# ---- block 1 ----
block_1/clk_routes.png
The bar under the picture is 20 um long.
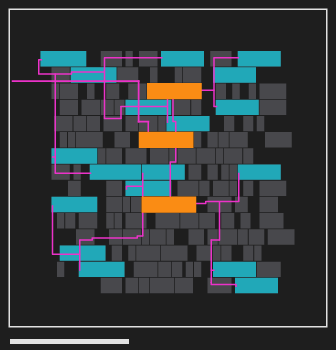

### src/rtl/onehot_dec_pkg.sv
// Shared types and helpers for the one-hot decoder pipeline.
// Provides the skid FSM state enum, the default code width and a one-hot helper.
package onehot_dec_pkg;

  localparam int DEF_IN_W  = 2;
  localparam int DEF_OUT_W = 1 << DEF_IN_W;

  typedef enum logic [1:0] {
    EMPTY = 2'd0,
    BUSY  = 2'd1,
    FULL  = 2'd2
  } dec_state_t;

  function automatic logic [DEF_OUT_W-1:0] onehot(
    input logic [DEF_IN_W-1:0] code
  );
    return {{(DEF_OUT_W-1){1'b0}}, 1'b1} << code;
  endfunction

endpackage

### src/rtl/dec_skid_buf.sv
// Generic 2-entry valid/ready skid buffer; the FSM state drives out_valid and in_ready.
// Ports: clk, rst (sync, active-high), in_valid/in_data/in_ready, out_valid/out_data/out_ready.
module dec_skid_buf
  import onehot_dec_pkg::*;
#(
  parameter int W = DEF_OUT_W
) (
  input  logic         clk,
  input  logic         rst,
  input  logic         in_valid,
  input  logic [W-1:0] in_data,
  output logic         in_ready,
  output logic         out_valid,
  output logic [W-1:0] out_data,
  input  logic         out_ready
);

  dec_state_t r_state;
  dec_state_t w_state_nxt;
  logic [W-1:0] r_out;
  logic [W-1:0] r_skid;
  logic [W-1:0] w_out_nxt;
  logic [W-1:0] w_skid_nxt;
  logic w_acc;
  logic w_dlv;

  assign out_valid = (r_state != EMPTY);
  assign in_ready  = (r_state != FULL);
  assign out_data  = r_out;

  assign w_acc = in_valid & in_ready;
  assign w_dlv = out_valid & out_ready;

  always_comb begin
    w_state_nxt = r_state;
    w_out_nxt   = r_out;
    w_skid_nxt  = r_skid;
    case (r_state)
      EMPTY: begin
        if (w_acc) begin
          w_state_nxt = BUSY;
          w_out_nxt   = in_data;
        end
      end
      BUSY: begin
        if (w_acc && w_dlv) begin
          w_out_nxt = in_data;
        end else if (w_acc) begin
          w_state_nxt = FULL;
          w_skid_nxt  = in_data;
        end else if (w_dlv) begin
          // keep out_data at zero while nothing is valid
          w_state_nxt = EMPTY;
          w_out_nxt   = '0;
        end
      end
      FULL: begin
        if (w_dlv) begin
          w_state_nxt = BUSY;
          w_out_nxt   = r_skid;
          w_skid_nxt  = '0;
        end
      end
      default: begin
        w_state_nxt = EMPTY;
        w_out_nxt   = '0;
        w_skid_nxt  = '0;
      end
    endcase
  end

  always_ff @(posedge clk) begin
    if (rst) begin
      r_state <= EMPTY;
      r_out   <= '0;
      r_skid  <= '0;
    end else begin
      r_state <= w_state_nxt;
      r_out   <= w_out_nxt;
      r_skid  <= w_skid_nxt;
    end
  end

endmodule

### src/rtl/onehot_decoder_pipe.sv
// Registered binary-to-one-hot decoder with valid/ready on both sides and a delivered-word counter.
// Ports: clk, rst, in_valid/in_code/in_ready, out_valid/out_data/out_ready, dec_cnt;
// DEC_PARITY_EN adds in_parity, par_err and err_cnt (even parity over in_code).
module onehot_decoder_pipe
  import onehot_dec_pkg::*;
#(
  parameter int IN_W  = DEF_IN_W,
  parameter int CNT_W = 8
) (
  input  logic                 clk,
  input  logic                 rst,
  input  logic                 in_valid,
  input  logic [IN_W-1:0]      in_code,
  output logic                 in_ready,
  output logic                 out_valid,
  output logic [(1<<IN_W)-1:0] out_data,
  input  logic                 out_ready,
  output logic [CNT_W-1:0]     dec_cnt
`ifdef DEC_PARITY_EN
  ,
  input  logic                 in_parity,
  output logic                 par_err,
  output logic [7:0]           err_cnt
`endif
);

  localparam int OUT_W = 1 << IN_W;

  function automatic logic [OUT_W-1:0] decode(
    input logic [IN_W-1:0] c
  );
    return {{(OUT_W-1){1'b0}}, 1'b1} << c;
  endfunction

  logic             w_push;
  logic [OUT_W-1:0] w_word;
  logic [CNT_W-1:0] r_cnt;

  assign w_word = decode(in_code);

`ifdef DEC_PARITY_EN
  logic       w_par_ok;
  logic       w_acc;
  logic       r_par_err;
  logic [7:0] r_err_cnt;

  // bad-parity codes are consumed (in_ready honoured) but never queued
  assign w_par_ok = (in_parity == ^in_code);
  assign w_acc    = in_valid & in_ready;
  assign w_push   = in_valid & w_par_ok;
  assign par_err  = r_par_err;
  assign err_cnt  = r_err_cnt;

  always_ff @(posedge clk) begin
    if (rst) begin
      r_par_err <= 1'b0;
      r_err_cnt <= 8'd0;
    end else begin
      r_par_err <= w_acc & ~w_par_ok;
      if (w_acc && !w_par_ok && r_err_cnt != 8'hFF) begin
        r_err_cnt <= r_err_cnt + 8'd1;
      end
    end
  end
`else
  assign w_push = in_valid;
`endif

  dec_skid_buf #(
    .W(OUT_W)
  ) u_skid (
    .clk      (clk),
    .rst      (rst),
    .in_valid (w_push),
    .in_data  (w_word),
    .in_ready (in_ready),
    .out_valid(out_valid),
    .out_data (out_data),
    .out_ready(out_ready)
  );

  always_ff @(posedge clk) begin
    if (rst) begin
      r_cnt <= '0;
    end else if (out_valid && out_ready) begin
      r_cnt <= r_cnt + CNT_W'(1);
    end
  end

  assign dec_cnt = r_cnt;

endmodule

### config.mk
export PLATFORM = sky130hd
export DESIGN_NAME = onehot_decoder_pipe
export DESIGN_NICKNAME = d
export VERILOG_FILES = /design/src/rtl/onehot_dec_pkg.sv /design/src/rtl/dec_skid_buf.sv /design/src/rtl/onehot_decoder_pipe.sv
export SDC_FILE = /design/constraint.sdc
export NUM_CORES = 1
export LEC_CHECK = 0
export CAP_MARGIN = 20
export CORE_MARGIN = 5
export CORE_UTILIZATION = 48
export CTS_BUF_LIST = sky130_fd_sc_hd__clkbuf_16
export CTS_CLUSTER_SIZE = 14
export DETAILED_ROUTE_END_ITERATION = 12
export GPL_TIMING_DRIVEN = 0
export PLACE_DENSITY = 0.77
export SLEW_MARGIN = 20
export SYNTH_ARGS = -nofsm -noshare
export SYNTH_HDL_FRONTEND = slang
export SYNTH_SLANG_ARGS = --single-unit
### constraint.sdc
create_clock -name clk -period 1.5 [get_ports clk]
set_clock_uncertainty 0.1 [all_clocks]
set_input_delay 0.3 -clock clk [delete_from_list [all_inputs] [get_ports clk]]
set_output_delay 0.3 -clock clk [all_outputs]
set_load 0.005 [all_outputs]
# ---- block 2 ----
File: src/rtl/regfile_dump_reader.sv
// regfile_dump_reader: walks the register file read port and streams {index, value} entries over valid/ready
module regfile_dump_reader #(
    parameter int ADDR_WIDTH = 5,
    parameter int DATA_WIDTH = 64,
    parameter int NUM_REGS   = 32,
    parameter int ZERO_X0    = 1
) (
    input  logic                  clk,
    input  logic                  rst,
    input  logic                  start,
    input  logic                  abort,
    output logic                  busy,
    output logic                  done,
    output logic                  rf_ren,
    output logic [ADDR_WIDTH-1:0] rf_raddr,
    input  logic [DATA_WIDTH-1:0] rf_rdata,
    output logic                  out_valid,
    input  logic                  out_ready,
    output logic [ADDR_WIDTH-1:0] out_idx,
    output logic [DATA_WIDTH-1:0] out_data,
    output logic                  out_last
);
    localparam logic [1:0] IDLE = 2'd0, RD = 2'd1, CAP = 2'd2, OUT = 2'd3;
    localparam logic [ADDR_WIDTH-1:0] LAST = ADDR_WIDTH'(NUM_REGS - 1);
    logic [1:0] state, nxt;
    logic [ADDR_WIDTH-1:0] idx;
    logic hs;
    assign hs = out_valid & out_ready;
    assign rf_ren = state == RD;
    assign rf_raddr = idx;
    always_comb nxt = abort ? IDLE : state == IDLE ? (start ? RD : IDLE) : state == RD ? CAP :
                      state == CAP ? OUT : hs ? (out_last ? IDLE : RD) : OUT;
    // busy and out_valid are registered copies of the next-state decode
    always_ff @(posedge clk or posedge rst) begin
        if (rst) begin
            state     <= IDLE;
            idx       <= '0;
            busy      <= 1'b0;
            done      <= 1'b0;
            out_valid <= 1'b0;
            out_idx   <= '0;
            out_data  <= '0;
            out_last  <= 1'b0;
        end else begin
            state     <= nxt;
            busy      <= nxt != IDLE;
            out_valid <= nxt == OUT;
            done      <= state == OUT && hs && out_last && !abort;
            if (state == IDLE && nxt == RD)
                idx <= '0;
            else if (state == OUT && nxt == RD)
                idx <= idx + 1'b1;
            if (state == CAP) begin
                out_data <= (ZERO_X0 != 0 && idx == '0) ? '0 : rf_rdata;
                out_idx  <= idx;
                out_last <= idx == LAST;
            end
        end
    end
endmodule

File: config.mk
export PLATFORM = sky130hd
export DESIGN_NAME = regfile_dump_reader
export DESIGN_NICKNAME = d
export VERILOG_FILES = /design/src/rtl/regfile_dump_reader.sv
export SDC_FILE = /design/constraint.sdc
export NUM_CORES = 1
export LEC_CHECK = 0
export ABC_AREA = 1
export CAP_MARGIN = 20
export CORE_AREA = 2 2 88 90
export CTS_BUF_LIST = sky130_fd_sc_hd__clkbuf_8
export DETAILED_ROUTE_END_ITERATION = 7
export DIE_AREA = 0 0 90 92
export GPL_TIMING_DRIVEN = 0
export HOLD_SLACK_MARGIN = 0.02
export PLACE_DENSITY = 0.83
export SLEW_MARGIN = 5
export SYNTH_ARGS = -nofsm -noshare
export SYNTH_HDL_FRONTEND = slang
export SYNTH_SLANG_ARGS = --single-unit
File: constraint.sdc
create_clock -name clk -period 6.5 [get_ports clk]
set_clock_uncertainty 0.2 [all_clocks]
set_input_delay 1.3 -clock clk [delete_from_list [all_inputs] [get_ports clk]]
set_output_delay 1.3 -clock clk [all_outputs]
set_load 0.1 [all_outputs]
block_2/metal_density.png
18 x 18 tiles, from dark blue (low) to red (high), scaled to the fullest tile. Values are wire area over tile area, all layers added.
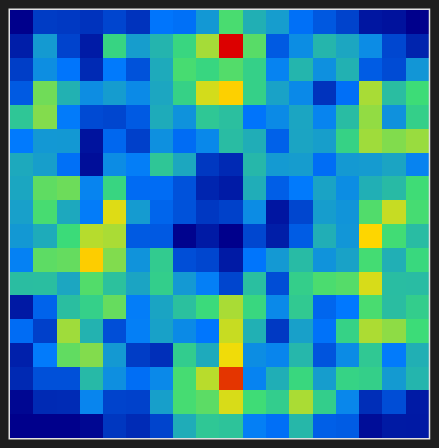
tiles over half the peak: 17%
nearly empty tiles: 2.8%
mean over tiles: 0.17
fullest tile: 0.51
DR vias: 3026
DR WL/cell: 13.8 um
GRT Overall Usage: 21.7%
WL final: 8.67 mm

==> impl_metrics.ini, block 2 <==
; implementation run metrics
[synth]
flop_cell = dfrtp_1
ys_types = 20
yosysMostFrequentCell = nand2_1

[drt]
initialDrtViolationCount = 168
drcViolationCount = 0

[critical_path]
required_ns = 5.00
cp_num_buf_inv = 2
r2r-end = out_data[24]$_DFFE_PP0N_

[timing]
setup_viol = 0
maxSlewViolCount = 0

[floorplanning]
ios = 148

[worst_hold_path]
holdPathStages = 2

[power]
pwr-share-comb_pct = 25.6
power_combinational_w = 0.000319

[final_layout]
num-multi-input-gates = 249
nNonClkInverters = 13

[placement]
place_area_mm2 = 0.00491

[outcome]
status = completed
## block 2: registers in the layout, indices dropped and copies added (netlist names)
| name | count |
|---|---|
| out_idx | 5 |
| rf_raddr | 5 |
| done | 1 |
| out_valid | 1 |
| out_last | 1 |
| busy | 1 |
| state | 2 |
| out_data | 64 |
## block 2: per-layer routing
| layer | part of all wire, % | track usage, % |
|---|---|---|
| met5 | 0 | 0 |
| met4 | 2.4 | 8.08 |
| met3 | 6.8 | 5.09 |
| met2 | 48 | 35.7 |
| met1 | 43 | 28.1 |
block_1/placement.png
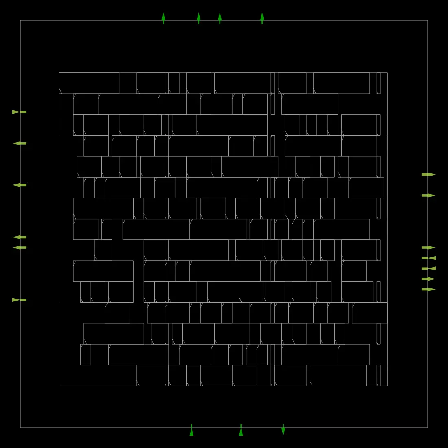
# Taps: 25
final cell count without fillers: 166
num rows: 15
sequential cell area share: 28.6%

Notes on block_1/clk_routes.png above:
legend:
  clock drivers:
    color: orange
    count: 3
  clock wires:
    color: magenta
    length: 240 um
  flip-flops:
    color: cyan
    count: 18
routed clock nets: 4
Power Clock: 0.000533 W
Clk pwr share: 44.7%

==> impl_metrics.ini, block 1 <==
; implementation run metrics
[outcome]
status = completed

[synth]
ys_warn_count = 0
mappedNetlistNets = 119
yosys-top-cells-count = 18 x dfxtp_1, 14 x nand2_1, 12 x a21oi_1, 11 x nor2_1, 7 x nor3_1

[global_routing]
grt_pass1_vias = 891
grt.total_usage_pct = 17.7
grt_max_degree = 11

[worst_hold_path]
hold_class = reg2reg
holdPathStages = 2

[placement]
dp_hpwl_mm = 1.47
dp_cells = 155

[power]
power_combinational_w = 0.000157
power.share.switching_pct = 22.9

[critical_path]
cp_num_buf_inv = 2
required_ns = 1.10
reg2reg_depth = 4
r2r-end = u_skid.r_skid[2]$_SDFFE_PP0P_
reg2reg_slack_ns = 0.02

[drt]
firstDrtPassIters = 4
wl_met2_mm = 1.23
wire_per_inst_um = 14.2

[floorplanning]
ios = 20

[timing]
hold_violations = 0

[clock_network]
cts_setup_buffers = 2
clkLatencyLatePin_ns = 0.25
[block 1: cell families after synthesis]
family / after synthesis / share of synthesized area (%)
AND/OR/NAND/NOR: 50 / 27.7
flip-flops: 18 / 40.4
multiplexers: 3 / 3.51
buffers and inverters: 9 / 4.21
adder cells (fa/ha/maj): 1 / 1.40
AND-OR/OR-AND: 25 / 16.9
XOR/XNOR: 6 / 5.90
[block 1: cell type report]
type	count	area, um^2
clock buffer	3	75.1
buffer	6	48.8
multi-input combinational	85	532
clock inverter	1	3.75
tap	25	31.3
fill	143	435
timing repair buffer	25	234
sequential	18	374
inverter	3	11.3


==> notes/layouts.md <==
Pictures saved along the way, in no particular order.

Register map, names as in the netlist.
The bar under the picture is 20 um long. Other sequential cells in the stronger gray, the rest of the logic in the fainter gray.
image #1
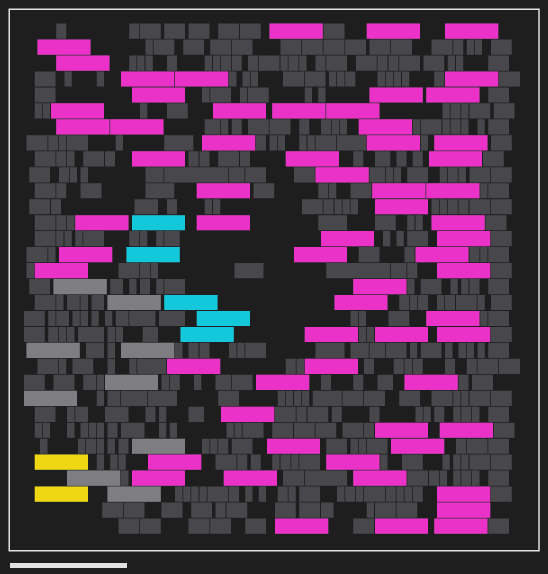
image #2
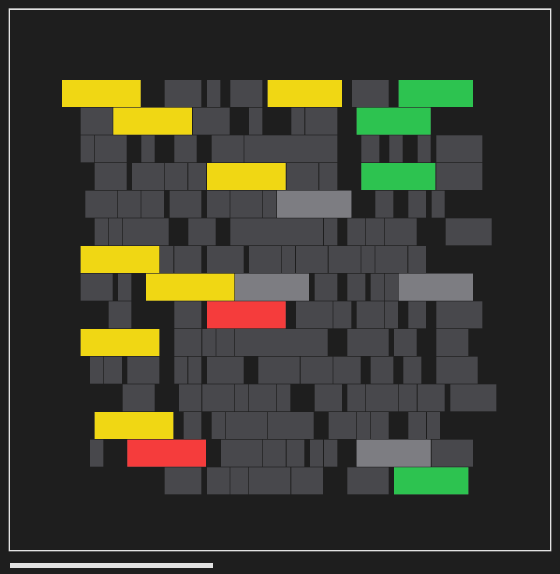
Block 1 is image #2.
Block 2 is image #1.

Key to image #2:
legend:
  dec_cnt:
    color: yellow
    flops: 8
  u_skid.r_state:
    color: red
    flops: 2
  u_skid.out_data:
    color: green
    flops: 4

Power figures rest on the tool's default switching activity, not on a simulated workload.
